=== design 1 ===
==> design_1/clk_routes.png <==
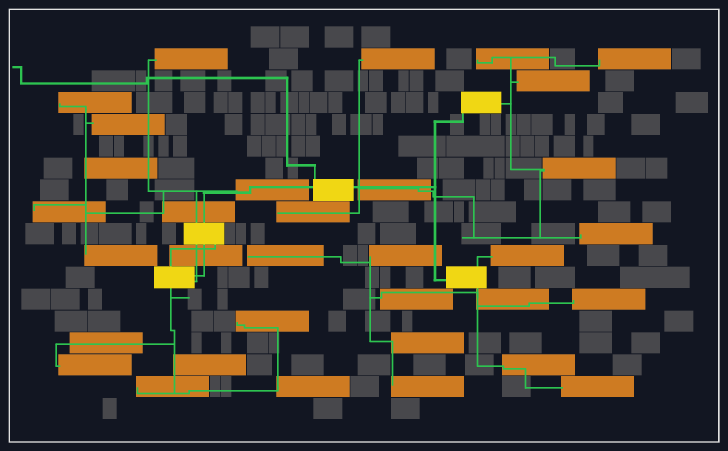

===== src/rtl/pes_lfsr_ctrl_pkg.sv =====
// ---------------------------------------------------------------------------
// pes_lfsr_ctrl_pkg
// Shared definitions for the LFSR sequencer slice:
//   - LFSR geometry (width 4, feedback taps on bits 3 and 2)
//   - SAFE_SEED, which replaces an all-zero seed so the LFSR never locks up
//   - controller FSM state encoding (IDLE, LOAD, SHIFT, HOLD, DONE)
//   - fix_seed(): maps a requested seed to the seed that is actually loaded
// ---------------------------------------------------------------------------
package pes_lfsr_ctrl_pkg;

  localparam int unsigned LFSR_W = 4;
  localparam int unsigned TAP_HI = 3;
  localparam int unsigned TAP_LO = 2;

  localparam logic [LFSR_W-1:0] SAFE_SEED = 4'b0001;

  typedef logic [2:0] state_t;

  localparam state_t ST_IDLE  = 3'd0;
  localparam state_t ST_LOAD  = 3'd1;
  localparam state_t ST_SHIFT = 3'd2;
  localparam state_t ST_HOLD  = 3'd3;
  localparam state_t ST_DONE  = 3'd4;

  // All-zero is the one lock-up state of an XOR-feedback LFSR.
  function automatic logic [LFSR_W-1:0] fix_seed(input logic [LFSR_W-1:0] s);
    return (s == '0) ? SAFE_SEED : s;
  endfunction

endpackage


===== src/rtl/pes_lfsr_core.sv =====
// ---------------------------------------------------------------------------
// pes_lfsr_core
// 4-bit Fibonacci LFSR, feedback q = s[3] ^ s[2], shifting left (q enters
// at bit 0). Period 15 for any non-zero state.
// Ports:
//   clk   in   rising-edge clock
//   rst   in   asynchronous reset, active-low; state returns to SAFE_SEED
//   en    in   advance one step this cycle
//   load  in   load seed this cycle (overrides en)
//   seed  in   value loaded when load=1
//   q     out  feedback bit of the current state (the next serial output)
// ---------------------------------------------------------------------------
module pes_lfsr_core
  import pes_lfsr_ctrl_pkg::*;
(
  input  logic              clk,
  input  logic              rst,
  input  logic              en,
  input  logic              load,
  input  logic [LFSR_W-1:0] seed,
  output logic              q
);

  logic [LFSR_W-1:0] r_s;

  assign q = r_s[TAP_HI] ^ r_s[TAP_LO];

  always_ff @(posedge clk or negedge rst) begin
    if (!rst) begin
      r_s <= SAFE_SEED;
    end else if (load) begin
      r_s <= seed;
    end else if (en) begin
      r_s <= {r_s[LFSR_W-2:0], q};
    end
  end

endmodule


===== src/rtl/pes_lfsr_ctrl.sv =====
// ---------------------------------------------------------------------------
// pes_lfsr_ctrl
// Job sequencer around pes_lfsr_core. A start request captures a seed and a
// word count; the LFSR is loaded, then clocked one bit per cycle into a
// WORD_W-bit shift register (first generated bit ends up in the MSB). Each
// full word is offered on a valid/ready handshake; the LFSR is frozen while
// a word waits, so the produced stream is independent of consumer stalls.
// Ports:
//   clk         in   rising-edge clock
//   rst         in   asynchronous reset, active-low
//   start       in   job request, only honoured in IDLE
//   seed        in   LFSR seed, captured with start (0 is replaced by 0001)
//   num_words   in   number of words in the job, captured with start
//   abort       in   cancel the running job (no done pulse)
//   word        out  packed LFSR bits, MSB = first generated
//   word_valid  out  word holds a new value
//   word_ready  in   consumer accepts word
//   busy        out  a job is in progress
//   done        out  one-cycle pulse on normal completion
//   seed_fixed  out  the last captured seed was 0 and was replaced
// ---------------------------------------------------------------------------
module pes_lfsr_ctrl
  import pes_lfsr_ctrl_pkg::*;
#(
  parameter int unsigned WORD_W = 8,
  parameter int unsigned CNT_W  = 8
) (
  input  logic              clk,
  input  logic              rst,
  input  logic              start,
  input  logic [LFSR_W-1:0] seed,
  input  logic [CNT_W-1:0]  num_words,
  input  logic              abort,
  output logic [WORD_W-1:0] word,
  output logic              word_valid,
  input  logic              word_ready,
  output logic              busy,
  output logic              done,
  output logic              seed_fixed
);

  localparam int unsigned BIT_W = (WORD_W > 1) ? $clog2(WORD_W) : 1;
  localparam logic [BIT_W-1:0] LAST_BIT = BIT_W'(WORD_W - 1);

  state_t            r_state;
  logic [WORD_W-1:0] r_word;
  logic              r_valid;
  logic              r_done;
  logic              r_seed_fixed;
  logic [LFSR_W-1:0] r_seed;
  logic [CNT_W-1:0]  r_words_left;
  logic [BIT_W-1:0]  r_bit;

  logic w_q;
  logic w_abort;
  logic w_load;
  logic w_en;

  // abort only acts outside IDLE; a start in the same IDLE cycle wins.
  assign w_abort = abort && (r_state != ST_IDLE);

  // The LFSR keeps its state across an abort, so an aborting cycle must
  // neither load nor step it.
  assign w_load = (r_state == ST_LOAD)  && !w_abort;
  assign w_en   = (r_state == ST_SHIFT) && !w_abort;

  pes_lfsr_core u_core (
    .clk  (clk),
    .rst  (rst),
    .en   (w_en),
    .load (w_load),
    .seed (r_seed),
    .q    (w_q)
  );

  always_ff @(posedge clk or negedge rst) begin
    if (!rst) begin
      r_state      <= ST_IDLE;
      r_word       <= '0;
      r_valid      <= 1'b0;
      r_done       <= 1'b0;
      r_seed_fixed <= 1'b0;
      r_seed       <= '0;
      r_words_left <= '0;
      r_bit        <= '0;
    end else begin
      r_done <= 1'b0;
      if (w_abort) begin
        r_state <= ST_IDLE;
        r_valid <= 1'b0;
      end else begin
        case (r_state)
          ST_IDLE: begin
            if (start) begin
              r_seed       <= fix_seed(seed);
              r_seed_fixed <= (seed == '0);
              r_words_left <= num_words;
              if (num_words == '0) begin
                r_state <= ST_DONE;
                r_done  <= 1'b1;
              end else begin
                r_state <= ST_LOAD;
              end
            end
          end
          ST_LOAD: begin
            r_bit   <= '0;
            r_state <= ST_SHIFT;
          end
          ST_SHIFT: begin
            r_word <= {r_word[WORD_W-2:0], w_q};
            if (r_bit == LAST_BIT) begin
              r_bit   <= '0;
              r_valid <= 1'b1;
              r_state <= ST_HOLD;
            end else begin
              r_bit <= r_bit + 1'b1;
            end
          end
          ST_HOLD: begin
            if (word_ready) begin
              r_valid      <= 1'b0;
              r_words_left <= r_words_left - 1'b1;
              if (r_words_left == CNT_W'(1)) begin
                r_state <= ST_DONE;
                r_done  <= 1'b1;
              end else begin
                r_state <= ST_SHIFT;
              end
            end
          end
          ST_DONE: begin
            r_state <= ST_IDLE;
          end
          default: begin
            r_state <= ST_IDLE;
          end
        endcase
      end
    end
  end

  assign word       = r_word;
  assign word_valid = r_valid;
  assign busy       = (r_state != ST_IDLE);
  assign done       = r_done;
  assign seed_fixed = r_seed_fixed;

endmodule


===== config.mk =====
export PLATFORM = sky130hd
export DESIGN_NAME = pes_lfsr_ctrl
export DESIGN_NICKNAME = d
export VERILOG_FILES = /design/src/rtl/pes_lfsr_ctrl_pkg.sv /design/src/rtl/pes_lfsr_core.sv /design/src/rtl/pes_lfsr_ctrl.sv
export SDC_FILE = /design/constraint.sdc
export NUM_CORES = 1
export LEC_CHECK = 0
export CORE_ASPECT_RATIO = 0.6
export CORE_UTILIZATION = 40
export DETAILED_ROUTE_END_ITERATION = 10
export GPL_TIMING_DRIVEN = 0
export PLACE_DENSITY_LB_ADDON = 0.08
export SYNTH_ARGS = -nofsm -noshare
export SYNTH_HDL_FRONTEND = slang
export SYNTH_SLANG_ARGS = --single-unit

===== constraint.sdc =====
create_clock -name clk -period 2.58 [get_ports clk]
set_input_delay 0.387 -clock clk [delete_from_list [all_inputs] [get_ports clk]]
set_output_delay 0.387 -clock clk [all_outputs]
set_load 0.02 [all_outputs]

=== design 2 ===
## config.mk

```make
export PLATFORM = sky130hd
export DESIGN_NAME = mem_arbiter_flat
export DESIGN_NICKNAME = d
export VERILOG_FILES = /design/src/rtl/mem_arbiter_if.sv /design/src/rtl/mem_arbiter.sv /design/src/flat_wrapper.sv
export SDC_FILE = /design/constraint.sdc
export NUM_CORES = 1
export LEC_CHECK = 0
export CORE_AREA = 5 5 112 114
export CTS_CLUSTER_DIAMETER = 50
export DETAILED_ROUTE_END_ITERATION = 10
export DIE_AREA = 0 0 117 119
export PLACE_DENSITY_LB_ADDON = 0.15
export SLEW_MARGIN = 40
export SYNTH_ARGS = -nofsm -noshare
export SYNTH_HDL_FRONTEND = slang
export SYNTH_SLANG_ARGS = --single-unit
```

## constraint.sdc

```tcl
create_clock -name clk -period 2.85 [get_ports clk]
set_input_delay 0.57 -clock clk [delete_from_list [all_inputs] [get_ports clk]]
set_output_delay 0.57 -clock clk [all_outputs]
set_load 0.02 [all_outputs]
```

## src/rtl/mem_arbiter_if.sv

```systemverilog
// Request/grant bus between the two requesters, mem_arbiter and the single-port memory.
// MEM_ARB_PERF_EN adds the arbiter's grant/conflict counters to the slave modport.
`timescale 1ns/1ps
interface mem_arbiter_if #(
  parameter int unsigned ADDR_W = 32,
  parameter int unsigned DATA_W = 32
);
  logic              core_req;
  logic              core_we;
  logic [ADDR_W-1:0] core_addr;
  logic [DATA_W-1:0] core_wdata;
  logic              core_gnt;
  logic              core_rvalid;
  logic [DATA_W-1:0] core_rdata;

  logic              dbg_req;
  logic              dbg_we;
  logic [ADDR_W-1:0] dbg_addr;
  logic [DATA_W-1:0] dbg_wdata;
  logic              dbg_lock;
  logic              dbg_gnt;
  logic              dbg_rvalid;
  logic [DATA_W-1:0] dbg_rdata;

  logic [ADDR_W-1:0] mem_addr;
  logic [DATA_W-1:0] mem_wdata;
  logic              mem_we;
  logic [DATA_W-1:0] mem_rdata;

`ifdef MEM_ARB_PERF_EN
  logic [31:0]       perf_core_gnt;
  logic [31:0]       perf_dbg_gnt;
  logic [31:0]       perf_conflict;

  modport slave (
    input  core_req, core_we, core_addr, core_wdata,
    output core_gnt, core_rvalid, core_rdata,
    input  dbg_req, dbg_we, dbg_addr, dbg_wdata, dbg_lock,
    output dbg_gnt, dbg_rvalid, dbg_rdata,
    output mem_addr, mem_wdata, mem_we,
    input  mem_rdata,
    output perf_core_gnt, perf_dbg_gnt, perf_conflict
  );

  modport master (
    output core_req, core_we, core_addr, core_wdata,
    input  core_gnt, core_rvalid, core_rdata,
    output dbg_req, dbg_we, dbg_addr, dbg_wdata, dbg_lock,
    input  dbg_gnt, dbg_rvalid, dbg_rdata,
    input  mem_addr, mem_wdata, mem_we,
    output mem_rdata,
    input  perf_core_gnt, perf_dbg_gnt, perf_conflict
  );
`else
  modport slave (
    input  core_req, core_we, core_addr, core_wdata,
    output core_gnt, core_rvalid, core_rdata,
    input  dbg_req, dbg_we, dbg_addr, dbg_wdata, dbg_lock,
    output dbg_gnt, dbg_rvalid, dbg_rdata,
    output mem_addr, mem_wdata, mem_we,
    input  mem_rdata
  );

  modport master (
    output core_req, core_we, core_addr, core_wdata,
    input  core_gnt, core_rvalid, core_rdata,
    output dbg_req, dbg_we, dbg_addr, dbg_wdata, dbg_lock,
    input  dbg_gnt, dbg_rvalid, dbg_rdata,
    input  mem_addr, mem_wdata, mem_we,
    output mem_rdata
  );
`endif
endinterface

```

## src/rtl/mem_arbiter.sv

```systemverilog
// Core/debug arbiter for the unified single-port memory: round-robin with bounded debug lock.
// Define MEM_ARB_PERF_EN to add free-running grant and conflict counters.
`timescale 1ns/1ps
module mem_arbiter #(
  parameter int unsigned ADDR_W   = 32,
  parameter int unsigned DATA_W   = 32,
  parameter int unsigned LOCK_MAX = 16
) (
  input  logic          clk,
  input  logic          reset,
  mem_arbiter_if.slave  bus
);

  localparam int unsigned   CntW    = $clog2(LOCK_MAX + 1);
  localparam logic [CntW-1:0] LockMax = CntW'(LOCK_MAX);

  typedef enum logic {StRr, StLock} state_e;
  typedef enum logic {OwnCore, OwnDbg} owner_e;

  state_e          state_q, state_d;
  owner_e          last_gnt_q, last_gnt_d;
  logic [CntW-1:0] lock_cnt_q, lock_cnt_d;
  logic            rd_pend_q, rd_pend_d;
  owner_e          rd_owner_q, rd_owner_d;

  logic            core_win, dbg_win;
  logic            core_gnt, dbg_gnt;
  logic            conflict, lock_full;
  logic [ADDR_W-1:0] sel_addr;
  logic [DATA_W-1:0] sel_wdata;

  assign conflict  = bus.core_req & bus.dbg_req;
  assign lock_full = (lock_cnt_q == LockMax);

  always_comb begin
    state_d    = state_q;
    lock_cnt_d = lock_cnt_q;
    core_win   = 1'b0;
    dbg_win    = 1'b0;
    case (state_q)
      StRr: begin
        if (conflict) begin
          core_win = (last_gnt_q == OwnDbg);
          dbg_win  = (last_gnt_q == OwnCore);
        end else begin
          core_win = bus.core_req;
          dbg_win  = bus.dbg_req;
        end
        if (dbg_win && bus.dbg_lock) begin
          state_d    = StLock;
          lock_cnt_d = CntW'(1);
        end
      end
      StLock: begin
        // A full burst yields exactly one grant to a waiting core.
        if (bus.dbg_req && !(lock_full && bus.core_req)) begin
          dbg_win = 1'b1;
        end else begin
          core_win = bus.core_req;
        end
        if (!bus.dbg_req || !bus.dbg_lock || core_win) begin
          state_d    = StRr;
          lock_cnt_d = '0;
        end else if (!lock_full) begin
          lock_cnt_d = lock_cnt_q + CntW'(1);
        end
      end
      default: begin
        state_d    = StRr;
        lock_cnt_d = '0;
      end
    endcase
  end

  // Grants are suppressed while reset is held, independent of the request inputs.
  assign core_gnt = core_win & ~reset;
  assign dbg_gnt  = dbg_win & ~reset;

  always_comb begin
    last_gnt_d = last_gnt_q;
    if (core_gnt) begin
      last_gnt_d = OwnCore;
    end else if (dbg_gnt) begin
      last_gnt_d = OwnDbg;
    end
  end

  always_comb begin
    rd_pend_d  = (core_gnt & ~bus.core_we) | (dbg_gnt & ~bus.dbg_we);
    rd_owner_d = dbg_gnt ? OwnDbg : OwnCore;
  end

  always_ff @(posedge clk or posedge reset) begin
    if (reset) begin
      state_q    <= StRr;
      last_gnt_q <= OwnDbg;
      lock_cnt_q <= '0;
      rd_pend_q  <= 1'b0;
      rd_owner_q <= OwnCore;
    end else begin
      state_q    <= state_d;
      last_gnt_q <= last_gnt_d;
      lock_cnt_q <= lock_cnt_d;
      rd_pend_q  <= rd_pend_d;
      rd_owner_q <= rd_owner_d;
    end
  end

  always_comb begin
    sel_addr  = bus.core_addr;
    sel_wdata = bus.core_wdata;
    if (dbg_gnt) begin
      sel_addr  = bus.dbg_addr;
      sel_wdata = bus.dbg_wdata;
    end
  end

  assign bus.mem_addr    = sel_addr;
  assign bus.mem_wdata   = sel_wdata;
  assign bus.mem_we      = (core_gnt & bus.core_we) | (dbg_gnt & bus.dbg_we);

  assign bus.core_gnt    = core_gnt;
  assign bus.dbg_gnt     = dbg_gnt;
  assign bus.core_rvalid = rd_pend_q & (rd_owner_q == OwnCore);
  assign bus.dbg_rvalid  = rd_pend_q & (rd_owner_q == OwnDbg);
  assign bus.core_rdata  = bus.mem_rdata;
  assign bus.dbg_rdata   = bus.mem_rdata;

`ifdef MEM_ARB_PERF_EN
  logic [31:0] perf_core_q, perf_dbg_q, perf_conf_q;

  always_ff @(posedge clk or posedge reset) begin
    if (reset) begin
      perf_core_q <= '0;
      perf_dbg_q  <= '0;
      perf_conf_q <= '0;
    end else begin
      perf_core_q <= perf_core_q + 32'(core_gnt);
      perf_dbg_q  <= perf_dbg_q + 32'(dbg_gnt);
      perf_conf_q <= perf_conf_q + 32'(conflict);
    end
  end

  assign bus.perf_core_gnt = perf_core_q;
  assign bus.perf_dbg_gnt  = perf_dbg_q;
  assign bus.perf_conflict = perf_conf_q;
`endif

endmodule

```

## src/flat_wrapper.sv

```systemverilog
// flat-port wrapper written by rule: the top's interface ports become plain ports
module mem_arbiter_flat 
#(
  parameter int unsigned ADDR_W   = 32,
  parameter int unsigned DATA_W   = 32,
  parameter int unsigned LOCK_MAX = 16
)
  (clk, reset, bus_core_req, bus_core_we, bus_core_addr, bus_core_wdata, bus_core_gnt, bus_core_rvalid, bus_core_rdata, bus_dbg_req, bus_dbg_we, bus_dbg_addr, bus_dbg_wdata, bus_dbg_lock, bus_dbg_gnt, bus_dbg_rvalid, bus_dbg_rdata, bus_mem_addr, bus_mem_wdata, bus_mem_we, bus_mem_rdata);
  mem_arbiter_if #(.ADDR_W(ADDR_W), .DATA_W(DATA_W)) bus_i ();
  input  logic clk;
  input  logic reset;
  input wire logic [$bits(bus_i.core_req)-1:0] bus_core_req;
  input wire logic [$bits(bus_i.core_we)-1:0] bus_core_we;
  input wire logic [$bits(bus_i.core_addr)-1:0] bus_core_addr;
  input wire logic [$bits(bus_i.core_wdata)-1:0] bus_core_wdata;
  output wire logic [$bits(bus_i.core_gnt)-1:0] bus_core_gnt;
  output wire logic [$bits(bus_i.core_rvalid)-1:0] bus_core_rvalid;
  output wire logic [$bits(bus_i.core_rdata)-1:0] bus_core_rdata;
  input wire logic [$bits(bus_i.dbg_req)-1:0] bus_dbg_req;
  input wire logic [$bits(bus_i.dbg_we)-1:0] bus_dbg_we;
  input wire logic [$bits(bus_i.dbg_addr)-1:0] bus_dbg_addr;
  input wire logic [$bits(bus_i.dbg_wdata)-1:0] bus_dbg_wdata;
  input wire logic [$bits(bus_i.dbg_lock)-1:0] bus_dbg_lock;
  output wire logic [$bits(bus_i.dbg_gnt)-1:0] bus_dbg_gnt;
  output wire logic [$bits(bus_i.dbg_rvalid)-1:0] bus_dbg_rvalid;
  output wire logic [$bits(bus_i.dbg_rdata)-1:0] bus_dbg_rdata;
  output wire logic [$bits(bus_i.mem_addr)-1:0] bus_mem_addr;
  output wire logic [$bits(bus_i.mem_wdata)-1:0] bus_mem_wdata;
  output wire logic [$bits(bus_i.mem_we)-1:0] bus_mem_we;
  input wire logic [$bits(bus_i.mem_rdata)-1:0] bus_mem_rdata;
  assign bus_i.core_req = bus_core_req;
  assign bus_i.core_we = bus_core_we;
  assign bus_i.core_addr = bus_core_addr;
  assign bus_i.core_wdata = bus_core_wdata;
  assign bus_core_gnt = bus_i.core_gnt;
  assign bus_core_rvalid = bus_i.core_rvalid;
  assign bus_core_rdata = bus_i.core_rdata;
  assign bus_i.dbg_req = bus_dbg_req;
  assign bus_i.dbg_we = bus_dbg_we;
  assign bus_i.dbg_addr = bus_dbg_addr;
  assign bus_i.dbg_wdata = bus_dbg_wdata;
  assign bus_i.dbg_lock = bus_dbg_lock;
  assign bus_dbg_gnt = bus_i.dbg_gnt;
  assign bus_dbg_rvalid = bus_i.dbg_rvalid;
  assign bus_dbg_rdata = bus_i.dbg_rdata;
  assign bus_mem_addr = bus_i.mem_addr;
  assign bus_mem_wdata = bus_i.mem_wdata;
  assign bus_mem_we = bus_i.mem_we;
  assign bus_i.mem_rdata = bus_mem_rdata;
  mem_arbiter #(.ADDR_W(ADDR_W), .DATA_W(DATA_W), .LOCK_MAX(LOCK_MAX)) u_core (.clk(clk), .reset(reset), .bus(bus_i));
endmodule
```

=== design 3 ===
[src/rtl/usb_tx_pkg.sv]
// Shared types and line-state encodings for the USB full-speed transmit path.
package usb_tx_pkg;

    typedef enum logic [2:0] {
        S_IDLE    = 3'd0,
        S_SHIFT   = 3'd1,
        S_STUFF   = 3'd2,
        S_EOP_SE0 = 3'd3,
        S_EOP_J   = 3'd4
    } tx_state_t;

    localparam logic [1:0] LINE_J   = 2'b10;
    localparam logic [1:0] LINE_K   = 2'b01;
    localparam logic [1:0] LINE_SE0 = 2'b00;

    localparam int STUFF_LEN_DEFAULT    = 6;
    localparam int EOP_SE0_BITS_DEFAULT = 2;

    // Only ever applied to J or K; SE0 is never toggled.
    function automatic logic [1:0] nrzi_toggle(input logic [1:0] line);
        return (line == LINE_J) ? LINE_K : LINE_J;
    endfunction

endpackage

[src/rtl/flex_pts_sr.sv]
// LSB-first parallel-to-serial shift register; load wins over shift.
// serial_out_o is bit 0 of the register, valid one clk after load or shift.
module flex_pts_sr #(
    parameter int NUM_BITS = 8
) (
    input  logic                clk,
    input  logic                rst,
    input  logic                load_enable_i,
    input  logic                shift_enable_i,
    input  logic [NUM_BITS-1:0] parallel_in_i,
    output logic                serial_out_o
);

    logic [NUM_BITS-1:0] sr_q;

    always_ff @(posedge clk or posedge rst) begin
        if (rst) begin
            sr_q <= '0;
        end else if (load_enable_i) begin
            sr_q <= parallel_in_i;
        end else if (shift_enable_i) begin
            sr_q <= {1'b0, sr_q[NUM_BITS-1:1]};
        end
    end

    assign serial_out_o = sr_q[0];

endmodule

[src/rtl/usb_tx_serializer.sv]
// USB FS transmit: byte handshake in, bit-stuffed NRZI out with EOP; one line change per bit_tick.
// One-byte holding buffer; tx_ready drops on accept and returns the clk after the byte is loaded.
module usb_tx_serializer
    import usb_tx_pkg::*;
#(
    parameter int STUFF_LEN    = STUFF_LEN_DEFAULT,
    parameter int EOP_SE0_BITS = EOP_SE0_BITS_DEFAULT
) (
    input  logic       clk,
    input  logic       rst,
    input  logic       bit_tick,
    input  logic [7:0] tx_data,
    input  logic       tx_last,
    input  logic       tx_valid,
    output logic       tx_ready,
    output logic       d_plus,
    output logic       d_minus,
    output logic       tx_active,
    output logic       tx_done,
    output logic       tx_error
);

    localparam int OW = $clog2(STUFF_LEN + 1);
    localparam int SW = $clog2(EOP_SE0_BITS + 1);

    tx_state_t   state_q, state_d;
    logic [1:0]  line_q, line_d;
    logic [OW-1:0] ones_q, ones_d;
    logic [2:0]  bit_cnt_q, bit_cnt_d;
    logic [SW-1:0] se0_cnt_q, se0_cnt_d;
    logic        cur_last_q, cur_last_d;
    logic        active_q, active_d;
    logic        done_q, done_d;
    logic        err_q, err_d;

    logic [7:0]  buf_dat_q;
    logic        buf_last_q;
    logic        buf_full_q;
    logic        buf_wr;
    logic        buf_free;

    logic        sr_load, sr_shift, sr_bit;
    logic        adv;
    logic        drv_vld, drv_bit;
    logic [OW-1:0] ones_base;

    // The register holds the bits still to be driven; bit 0 goes straight to the line on load.
    flex_pts_sr #(.NUM_BITS(8)) u_sr (
        .clk            (clk),
        .rst            (rst),
        .load_enable_i  (sr_load),
        .shift_enable_i (sr_shift),
        .parallel_in_i  ({1'b0, buf_dat_q[7:1]}),
        .serial_out_o   (sr_bit)
    );

    assign buf_wr = tx_valid && !buf_full_q;

    always_ff @(posedge clk or posedge rst) begin
        if (rst) begin
            buf_dat_q  <= '0;
            buf_last_q <= 1'b0;
            buf_full_q <= 1'b0;
        end else if (buf_wr) begin
            buf_dat_q  <= tx_data;
            buf_last_q <= tx_last;
            buf_full_q <= 1'b1;
        end else if (buf_free) begin
            buf_full_q <= 1'b0;
        end
    end

    always_ff @(posedge clk or posedge rst) begin
        if (rst) begin
            state_q    <= S_IDLE;
            line_q     <= LINE_J;
            ones_q     <= '0;
            bit_cnt_q  <= '0;
            se0_cnt_q  <= '0;
            cur_last_q <= 1'b0;
            active_q   <= 1'b0;
            done_q     <= 1'b0;
            err_q      <= 1'b0;
        end else begin
            state_q    <= state_d;
            line_q     <= line_d;
            ones_q     <= ones_d;
            bit_cnt_q  <= bit_cnt_d;
            se0_cnt_q  <= se0_cnt_d;
            cur_last_q <= cur_last_d;
            active_q   <= active_d;
            done_q     <= done_d;
            err_q      <= err_d;
        end
    end

    always_comb begin
        state_d    = state_q;
        line_d     = line_q;
        ones_d     = ones_q;
        bit_cnt_d  = bit_cnt_q;
        se0_cnt_d  = se0_cnt_q;
        cur_last_d = cur_last_q;
        active_d   = active_q;
        done_d     = 1'b0;
        err_d      = 1'b0;
        sr_load    = 1'b0;
        sr_shift   = 1'b0;
        buf_free   = 1'b0;
        adv        = 1'b0;
        drv_vld    = 1'b0;
        drv_bit    = 1'b0;
        ones_base  = ones_q;

        if (bit_tick) begin
            case (state_q)
                S_IDLE: begin
                    if (buf_full_q) begin
                        sr_load    = 1'b1;
                        buf_free   = 1'b1;
                        drv_vld    = 1'b1;
                        drv_bit    = buf_dat_q[0];
                        ones_base  = '0;
                        line_d     = LINE_J;
                        bit_cnt_d  = '0;
                        cur_last_d = buf_last_q;
                        active_d   = 1'b1;
                        state_d    = S_SHIFT;
                    end
                end
                S_SHIFT: begin
                    if (ones_q == OW'(STUFF_LEN)) begin
                        line_d  = nrzi_toggle(line_q);
                        ones_d  = '0;
                        state_d = S_STUFF;
                    end else begin
                        adv = 1'b1;
                    end
                end
                S_STUFF: adv = 1'b1;
                S_EOP_SE0: begin
                    if (se0_cnt_q == SW'(EOP_SE0_BITS - 1)) begin
                        line_d  = LINE_J;
                        state_d = S_EOP_J;
                    end else begin
                        se0_cnt_d = se0_cnt_q + SW'(1);
                    end
                end
                S_EOP_J: begin
                    active_d = 1'b0;
                    done_d   = 1'b1;
                    state_d  = S_IDLE;
                end
                default: state_d = S_IDLE;
            endcase

            // Shared continuation after a data bit or a stuff bit has had its period.
            if (adv) begin
                if (bit_cnt_q != 3'd7) begin
                    sr_shift  = 1'b1;
                    drv_vld   = 1'b1;
                    drv_bit   = sr_bit;
                    bit_cnt_d = bit_cnt_q + 3'd1;
                    state_d   = S_SHIFT;
                end else if (buf_full_q) begin
                    sr_load    = 1'b1;
                    buf_free   = 1'b1;
                    drv_vld    = 1'b1;
                    drv_bit    = buf_dat_q[0];
                    bit_cnt_d  = '0;
                    cur_last_d = buf_last_q;
                    state_d    = S_SHIFT;
                end else begin
                    err_d     = !cur_last_q;
                    line_d    = LINE_SE0;
                    se0_cnt_d = '0;
                    state_d   = S_EOP_SE0;
                end
            end

            if (drv_vld) begin
                line_d = drv_bit ? line_d : nrzi_toggle(line_d);
                ones_d = drv_bit ? ones_base + OW'(1) : '0;
            end
        end
    end

    assign tx_ready  = !buf_full_q;
    assign d_plus    = line_q[1];
    assign d_minus   = line_q[0];
    assign tx_active = active_q;
    assign tx_done   = done_q;
    assign tx_error  = err_q;

endmodule

[config.mk]
export PLATFORM = sky130hd
export DESIGN_NAME = usb_tx_serializer
export DESIGN_NICKNAME = d
export VERILOG_FILES = /design/src/rtl/usb_tx_pkg.sv /design/src/rtl/flex_pts_sr.sv /design/src/rtl/usb_tx_serializer.sv
export SDC_FILE = /design/constraint.sdc
export NUM_CORES = 1
export LEC_CHECK = 0
export CAP_MARGIN = 20
export CORE_MARGIN = 3
export CORE_UTILIZATION = 50
export CTS_BUF_LIST = sky130_fd_sc_hd__clkbuf_2
export CTS_CLUSTER_SIZE = 40
export DETAILED_ROUTE_END_ITERATION = 8
export HOLD_SLACK_MARGIN = 0.05
export PLACE_DENSITY_LB_ADDON = 0.2
export SLEW_MARGIN = 20
export SYNTH_ARGS = -nofsm -noshare
export SYNTH_HDL_FRONTEND = slang
export SYNTH_HIERARCHICAL = 1
export SYNTH_SLANG_ARGS = --single-unit
[constraint.sdc]
create_clock -name clk -period 2.6 [get_ports clk]
set_input_delay 0.52 -clock clk [delete_from_list [all_inputs] [get_ports clk]]
set_output_delay 0.52 -clock clk [all_outputs]
set_load 0.005 [all_outputs]
=== design 4 ===
===== src/rtl/bitwise_shift_arbiter.sv =====
// bitwise_shift_arbiter: shares one log-shifter (shift-left, zero fill)
// between R requesters. One grant per cycle into a one-entry result register
// tagged with the requester index.
// Build option: define BITWISE_SHIFT_ARB_RR_EN for round-robin arbitration;
// otherwise the lowest-index valid requester wins (fixed priority).
module bitwise_shift_arbiter #(
  parameter int N = 8,
  parameter int R = 2,
  parameter int O = $clog2(N),
  parameter int I = $clog2(R)
) (
  input  logic           clk,
  input  logic           rst,
  input  logic [R-1:0]   req_valid,
  input  logic [R*N-1:0] req_a,
  input  logic [R*O-1:0] req_b,
  output logic [R-1:0]   req_ready,
  output logic           rsp_valid,
  output logic [N-1:0]   rsp_c,
  output logic [I-1:0]   rsp_id,
  input  logic           rsp_ready
);

  logic           slot_avail;
  logic           grant_any;
  logic [I-1:0]   grant_idx;
  logic [N-1:0]   sel_a;
  logic [O-1:0]   sel_b;
  logic [N-1:0]   shifted;

`ifdef BITWISE_SHIFT_ARB_RR_EN
  logic [I-1:0]   ptr;
`endif

  // The slot can take a new result when empty or when it drains this cycle.
  assign slot_avail = !rsp_valid || rsp_ready;

  // Pick the winner; scanning downward leaves the first match in scan order.
  always_comb begin
    int s;
    s         = 0;
    grant_any = 1'b0;
    grant_idx = '0;
    if (!rst && slot_avail) begin
      for (int k = R - 1; k >= 0; k--) begin
`ifdef BITWISE_SHIFT_ARB_RR_EN
        s = int'(ptr) + k;
        if (s >= R) s = s - R;
`else
        s = k;
`endif
        if (req_valid[I'(s)]) begin
          grant_any = 1'b1;
          grant_idx = I'(s);
        end
      end
    end
  end

  assign req_ready = grant_any ? (R'(1) << grant_idx) : '0;

  // Route the winner's operands into the shared shifter.
  always_comb begin
    sel_a = '0;
    sel_b = '0;
    for (int r = 0; r < R; r++) begin
      if (I'(r) == grant_idx) begin
        sel_a = req_a[r*N +: N];
        sel_b = req_b[r*O +: O];
      end
    end
  end

  // Log-shifter: stage j shifts by 2**j when select bit j is set.
  always_comb begin
    shifted = sel_a;
    for (int j = 0; j < O; j++) begin
      if (sel_b[j]) shifted = shifted << (1 << j);
    end
  end

`ifdef BITWISE_SHIFT_ARB_RR_EN
  // Advance the round-robin pointer past each winner.
  always_ff @(posedge clk) begin
    if (rst) begin
      ptr <= '0;
    end else if (grant_any) begin
      if (grant_idx == I'(R - 1)) ptr <= '0;
      else                        ptr <= grant_idx + I'(1);
    end
  end
`endif

  // One-entry result register; data holds when the slot simply drains.
  always_ff @(posedge clk) begin
    if (rst) begin
      rsp_valid <= 1'b0;
      rsp_c     <= '0;
      rsp_id    <= '0;
    end else if (grant_any) begin
      rsp_valid <= 1'b1;
      rsp_c     <= shifted;
      rsp_id    <= grant_idx;
    end else if (rsp_ready) begin
      rsp_valid <= 1'b0;
    end
  end

endmodule


===== config.mk =====
export PLATFORM = sky130hd
export DESIGN_NAME = bitwise_shift_arbiter
export DESIGN_NICKNAME = d
export VERILOG_FILES = /design/src/rtl/bitwise_shift_arbiter.sv
export SDC_FILE = /design/constraint.sdc
export NUM_CORES = 1
export LEC_CHECK = 0
export ABC_AREA = 1
export CAP_MARGIN = 20
export CORE_MARGIN = 10
export CORE_UTILIZATION = 30
export DETAILED_ROUTE_END_ITERATION = 8
export GPL_ROUTABILITY_DRIVEN = 0
export PLACE_DENSITY = 0.75
export SLEW_MARGIN = 10
export SYNTH_ARGS = -nofsm -noshare
export SYNTH_HDL_FRONTEND = slang
export SYNTH_SLANG_ARGS = --single-unit

===== constraint.sdc =====
create_clock -name clk -period 0.8 [get_ports clk]
set_input_delay 0.16 -clock clk [delete_from_list [all_inputs] [get_ports clk]]
set_output_delay 0.16 -clock clk [all_outputs]
set_load 0.01 [all_outputs]

==> design_3/power_grid.png <==
Pins as bars on the die edge. Tap cells in grey.
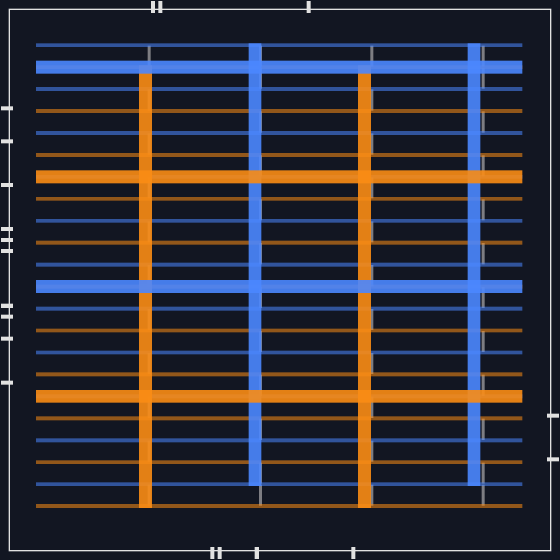
orange -> VSS
blue -> VDD
tap cells = 46
rows = 21
met1 rails = 22
Max rail drop VDD: 517 µV
area of the core: 3440 µm²
vertical extent of the die: 66.9 µm
die extent in x: 66.9 µm

==> design_3/placement_by_type.png <==
Scale bar: 20 µm. Fill, decap, tap and diode cells in grey.
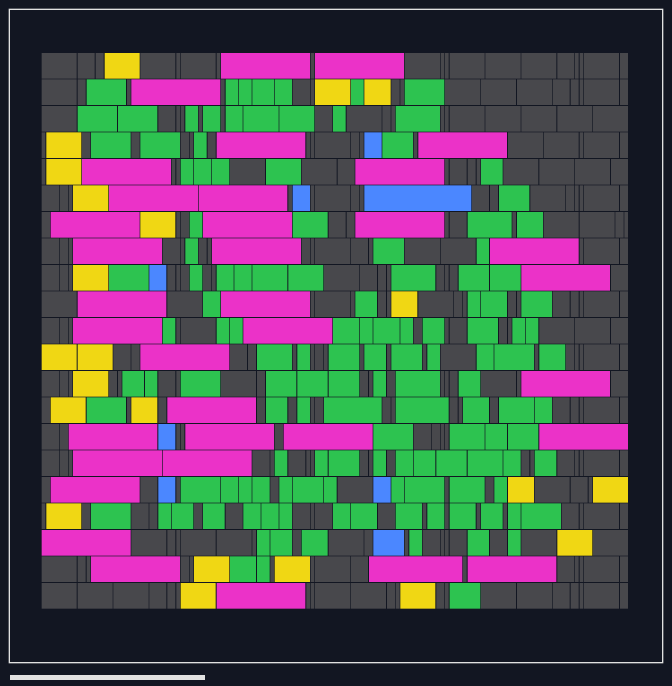
magenta -> sequential cells  # cells 35, share of their area 42%
green -> combinational and other logic  # cells 133, share of their area 45%
yellow -> remaining buffers and delay cells  # cells 22, share of their area 10%
blue -> clock drivers and dummy loads  # cells 8, share of their area 3.3%
Site Rows: 21
proportion of cell area occupied by registers: 40.9%

==> qor.json, design 3 <==
{
  "run_status": "finished clean",
  "synth.cellmix.simpleShare_pct": 16.9,
  "top_area_cells_in_the_synthesized_netlist": "dfrtp_1 46%, mux2_2 6.7%, mux2i_1 3.8%",
  "numCtsBuffers": 5,
  "crit_path_start_kind": "register",
  "globalplace.congestion": 0.888,
  "clock_path_buffers": 2,
  "grt_max_degree": 28,
  "worstPathBufferInverterCount": 1,
  "drcViolationCount": 0,
  "timing.critical_path.cells": "ha_1, ha_1, and2b_1, a2bb2oi_1, or3_1, inv_1, nand2b_1, o21ai_0",
  "synth-edff-count": 0,
  "cts.sinks": 35,
  "crit_type": "register to register",
  "cp_common_cell": "ha_1"
}
==> design 3: metal layers <==
layer | vias up | wire [µm] | track usage [%]
met5 | - | 0 | 0
met4 | 0 | 0 | 6.58
li1 | 676 | - | -
met3 | 0 | 190 | 4.38
met1 | 656 | 1690 | 25.9
met2 | 38 | 1790 | 29.7
==> design 3: through the flow <==
| step | util, % | cells | setup WS (ps) |
|---|---|---|---|
| 3_5_place_dp | 60.2 | 236 | 351 |
| 3_3_place_gp | 60.2 | 236 | 415 |
| 4_1_cts | 62.2 | 244 | 417 |
| 6_report | 62.2 | 244 | 419 |
| 2_1_floorplan | - | 176 | 699 |
| 5_1_grt | 62.2 | 244 | 193 |
==> design 3: placed cells by master, fill, tap and decap left out, drive strengths merged, types with 3 or more instances in the layout <==
master,n
mux2i,7
nor2b,5
clkdlybuf4s50,18
a31oi,3
dfrtp,34
nand2,17
mux2,12
a2bb2oi,4
clkbuf,5
ha,3
inv,8
buf,4
a22o,5
nor2,13
a21oi,3
o21ai,12
==> design_4/power_grid.png <==
Pins as bars on the die edge. Tap cells in grey.
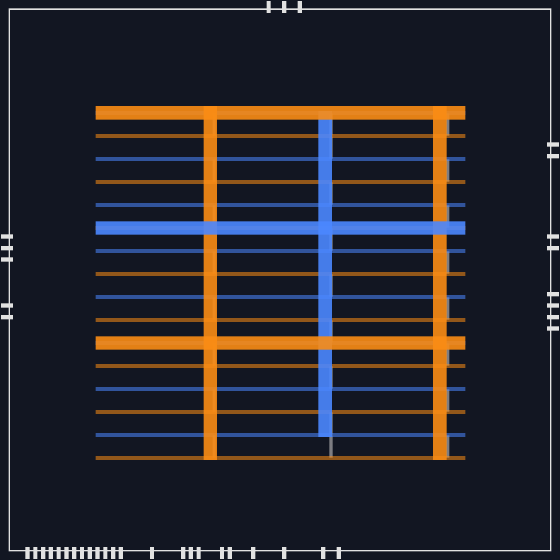
blue -> VDD
orange -> VSS
rows = 15
signal pins = 39
die extent in x: 63.9 µm
Max rail drop VDD: 803 µV

==> qor.json, design 4 <==
{
  "final_common_cell": "nand2_1",
  "worst-endpoint-required_ps": 1010,
  "numSequentialCells": 9,
  "grt_most_used_layer": "met2",
  "dp.final_hpwl_um": 1430,
  "maxClockFrequency_mhz": 939,
  "final.clkbuf_count": 4,
  "synth.distinct_cells": 16,
  "postLayoutSetupSlackWorst_ps": -265,
  "met2_length_um": 959,
  "final_net_count": 161,
  "non_clock_buffer_share_pct": 33.6,
  "comb.multi_input.count": 68,
  "critical_path.max_fanout": 2,
  "sh_comb_area_pct": 37.7,
  "report.final.setup_viol": 18,
  "failing_checks": "negative setup slack",
  "synth-edff-count": 0,
  "run_status": "complete, but fails checks",
  "cts_tree": "yes",
  "top_area_cells_in_the_synthesized_netlist": "dfxtp_1 31%, nand3_1 18%, nand2_1 17%",
  "finalWorstPathRequiredPeriod_ps": 1060,
  "end_kind": "register",
  "numPlacedInstances": 149,
  "mi_logic_area_um2": 402,
  "yosys-top-cells-count": "26 x nand2_1, 21 x nand3_1, 9 x dfxtp_1, 8 x inv_1, 7 x nor2_1",
  "hold_path_depth": 3,
  "clock_latency_ps": 260,
  "final_design_area_no_fill_um2": 1070
}
[design 4: registers in the layout, indices dropped and copies added, names as in the netlist]
register and cells:
rsp_c 8, rsp_valid 1
[design 4: critical path, delay by kind of cell]
| family | cells | cell delay (ps) |
|---|---|---|
| buffers and inverters | 3 | 640 |
| AND/OR/NAND/NOR | 6 | 480 |
[design 4: kinds of logic (layout without fill, tap and decap cells)]
| family | after synthesis | in the layout | synth area share [%] |
|---|---|---|---|
| flip-flops | 9 | 9 | 31.2 |
| buffers and inverters | 16 | 56 | 14.5 |
| other | 1 | 2 | 0.650 |
| AND/OR/NAND/NOR | 58 | 58 | 45.8 |
| AND-OR/OR-AND | 8 | 8 | 7.81 |
[design 4: power groups by stage]
stage / registers [µW] / logic (µW) / clock network, µW
6_report: 486 / 403 / 352
5_1_grt: 489 / 436 / 399
4_1_cts: 483 / 387 / 362
3_5_place_dp: 489 / 342 / 0
3_3_place_gp: 488 / 335 / 0
2_1_floorplan: 498 / 157 / 0
[design 4: metrics by stage]
stage / util (%) / setup slack, ps
after floorplan: - / -87.4
after CTS: 58.3 / -258
final: 59.8 / -265
after detailed placement: 50.7 / -783
after global placement: 50.7 / -741
after global routing: 59.8 / -325
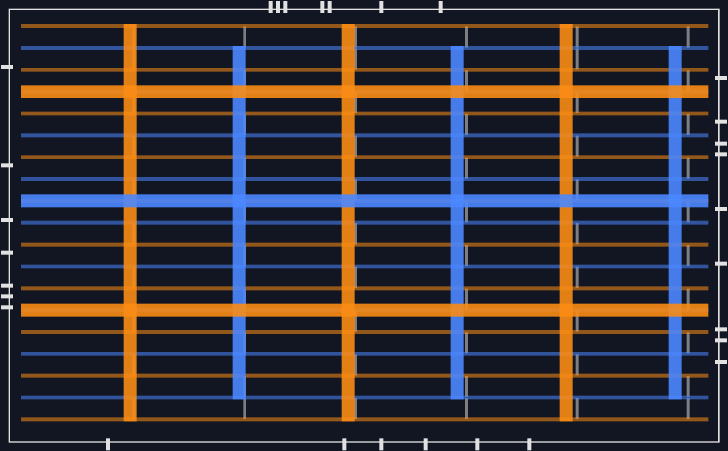
(design_1/power_grid.png)
Pins as bars on the die edge. Tap cells in grey.
orange -> VSS
blue -> VDD
met1 rails = 19
tap cells = 60
rows = 18
signal pins = 29
met5 straps = 3
Max rail drop VDD: 408 µV
area of the core: 4190 µm²
die extent in x: 88.1 µm
vertical extent of the die: 53.7 µm

## Picture notes: design_1/clk_routes.png
green -> clock wires  # length 494 µm
yellow -> clock drivers  # count 5
orange -> flip-flops  # count 33
routed clock nets = 6
flops lie = widely spread
setup clock skew after layout: 8.27 ps
portion of total power attributed to the clock network: 17.9%
total clock network power: 435 µW
worst skew pair latency: 290 ps

==> qor.json, design 1 <==
{
  "avgRoutedWirePerCell_um": 14.3,
  "netSwitchingPower_uw": 914,
  "synth-edff-count": 0,
  "grt_usage_pct": 18.2,
  "netSwitchingFraction_pct": 37.6,
  "final_cell_count_no_fill": 262,
  "post-synth-top-count-cell": "dfrtp_1",
  "port_buffers": 27,
  "drv_cap": 0,
  "reg2reg_depth": 5,
  "worstPathBufferInverterCount": 3,
  "drive_gt1_share_pct": 19.8,
  "post_drt_via_cell_ratio": 5.16,
  "power.sequential.fraction_pct": 38.0,
  "initCoreUtil_pct": 42.5,
  "run_status": "finished clean"
}
[design 1: final cells by class]
class / instances / area (µm²)
Timing Repair Buffer: 27 / 265
Clock buffer: 7 / 96.3
Tap cell: 60 / 75.1
Sequential cell: 33 / 827
Multi-Input combinational cell: 121 / 856
Inverter: 5 / 18.8
Fill cell: 410 / 1970
Clock inverter: 1 / 5.00
Buffer: 8 / 78.8
[design 1: metrics by stage]
stage / total power (µW) / worst slack [ps]
final: 2430 / 203
after global routing: 2630 / 91.5
after CTS: 2450 / 191
after detailed placement: 2010 / 530
after global placement: 1970 / 471
after floorplan: 1650 / 1020
[design 1: sequential cells by signal, indices dropped and copies added, names as in the netlist]
register / flops
done: 1
r_bit: 3
r_seed: 4
r_state: 3
r_words_left: 8
seed_fixed: 1
u_core.r_s: 4
word: 8
word_valid: 1
[design 1: metal layers]
metal	share of wire, %	track usage [%]	wire [µm]
met1	56	27.1	2090
met2	39	24.5	1460
met3	4.0	5.67	150
met4	0.80	6.72	30
met5	0	0	0
[design 1: cells by family after synthesis]
kind of cell,after synthesis
and+or+nand+nor,60
AOI/OAI and AO/OA,45
DFF,33
buffers and inverters,13
muxes,11
adders and majority gates,4
xor gates and xnor gates,1
==> design_2/layer_met2.png <==
Scale bar: 20 µm.
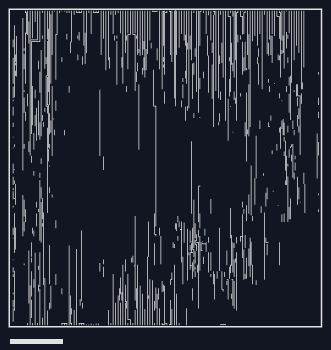
nets with wire on the layer = 463
longest straight run = 57.3 µm
main direction = vertical
share of all routed wire = 52%
wire length on this layer = 4640 µm
detailed-route via count: 1964
routing usage on met2: 21.7%

==> qor.json, design 2 <==
{
  "drt_pre_antenna_iters": 5,
  "pg_clk_uw": 244,
  "cts_tree": "yes",
  "dpl_cell_area_um2": 3620,
  "clock_latency_ps": 230,
  "total_leakage_power_uw": 0.00156,
  "drive_gt1_share_pct": 40.7,
  "end_kind": "output port",
  "cts.repair.resized": 224,
  "dp_slack_ps": -411,
  "report.final.setup_viol": 0,
  "largest_register_ff_count": 5,
  "grt_max_degree": 23,
  "slowest_delay_ps": 380,
  "warning_count": 28,
  "ys.warnings.count": 0,
  "area_growth_pct": 103,
  "run_status": "finished clean",
  "worst_setup_path_startpoint": "u_core.lock_cnt_q[1]",
  "synth_area_um2": 1820,
  "adder_cell_share_of_the_synthesized_area_pct": 1.38,
  "finalClockSkew_ps": 1.62,
  "critical_path.top_delay_family": "buffers and inverters",
  "synth-xor-area-share_pct": 0,
  "htreeDepth": 1,
  "timing.final.hold_violations": 0,
  "globalplace.congestion": 0.806,
  "initCoreUtil_pct": 16.0,
  "grt_antenna_before_repair": 0,
  "antenna_cells_inserted": 0,
  "met2_length_um": 4640,
  "final_net_count": 519,
  "dieArea_um2": 13900,
  "synth-edff-count": 0,
  "met3WireLength_um": 1060,
  "mostFrequentLayoutCells": "133 x clkdlybuf4s50_1, 63 x mux2_2, 35 x buf_2",
  "top_logic_kind": "multiplexers",
  "setup.worst_path.end": "bus_mem_addr[25]"
}
-- design 2: synth_stat cells, types with 2 or more instances --
cell type	count	share of area [%]
mux2_2	64	40
nor2_1	2	0.41
a31oi_1	3	1.0
buf_4	64	26
o31ai_1	2	0.83
nand2_1	5	1.0
nand3_1	3	0.83
buf_2	4	1.1
inv_1	6	1.2
nor2b_1	3	1.0
o21ai_0	5	1.4
a21oi_1	3	0.83
dfrtp_1	8	11
buf_6	4	2.5
ha_1	2	1.4
-- design 2: layout make-up --
| type | instances | area, µm² |
|---|---|---|
| clock buffers | 4 | 78.8 |
| well taps | 143 | 179 |
| fillers | 1192 | 7640 |
| repair buffers | 224 | 2120 |
| inverters | 7 | 26.3 |
| multi-input cells | 105 | 1050 |
| flip-flops and latches | 9 | 226 |
-- design 2: worst min-delay path by stage --
stage	depth (start not counted)	end	from	slack, ps
after floorplan	1	u_core.lock_cnt_q[0]	reset	400
after global placement	2	u_core.last_gnt_q	u_core.last_gnt_q	510
after detailed placement	2	u_core.last_gnt_q	u_core.last_gnt_q	510
after CTS	2	u_core.last_gnt_q	u_core.last_gnt_q	520
after global routing	3	u_core.state_q	reset	440
final	3	u_core.state_q	reset	410

## Gallery

Cell outlines without signal wires.
Plate I
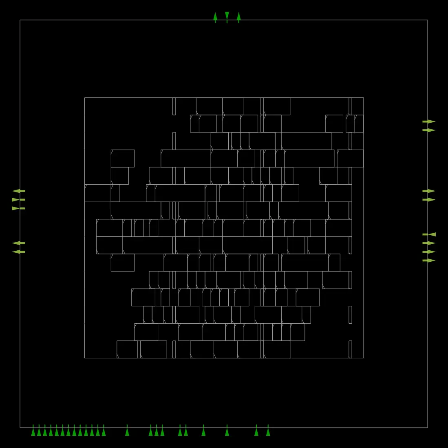
Plate II
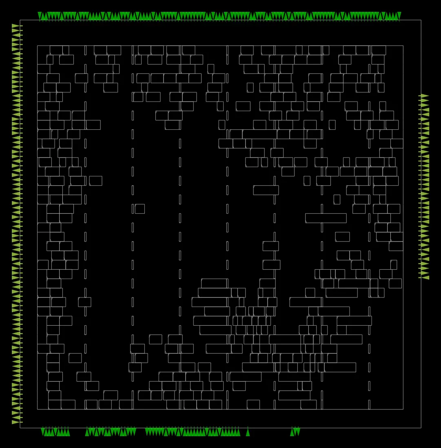
Plate III
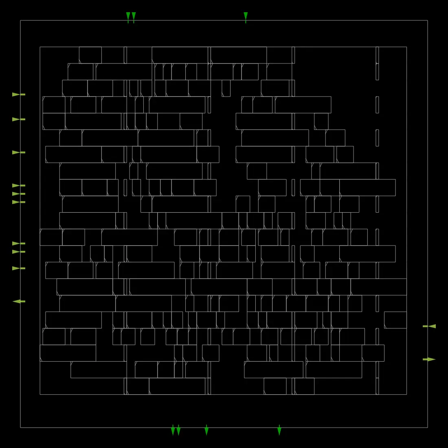
Plate IV
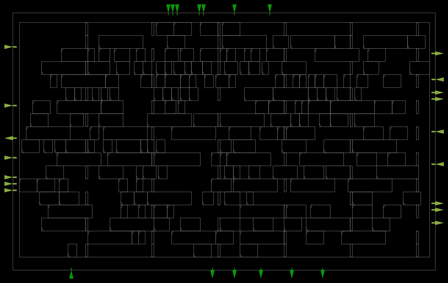
- design 4 = Plate I
- design 3 = Plate III
- design 2 = Plate II
- design 1 = Plate IV
The one with the fewest cells is Plate I.
The one with the most cells is Plate II.



==> screenshots <==
Metal 2.
Scale bar: 20 µm.
shot_01.png
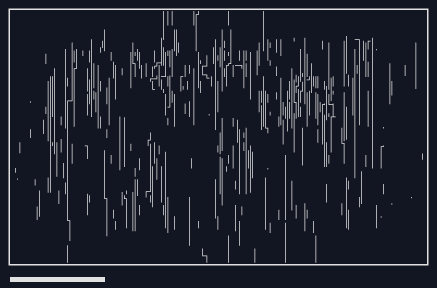
shot_02.png
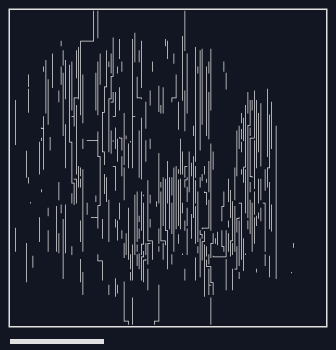
shot_03.png
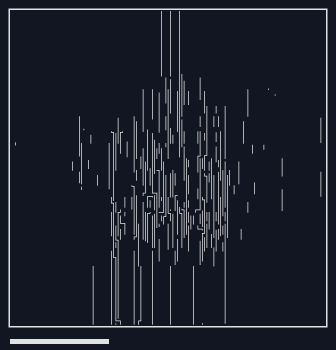
Design 3 is shot_02.png.
Design 4 is shot_03.png.
Design 1 is shot_01.png.

Key to shot_03.png:
share of all routed wire = 51%
wire length on this layer = 960 µm
longest straight run = 29.4 µm
main direction = vertical

Power and IR drop assume default switching activity.
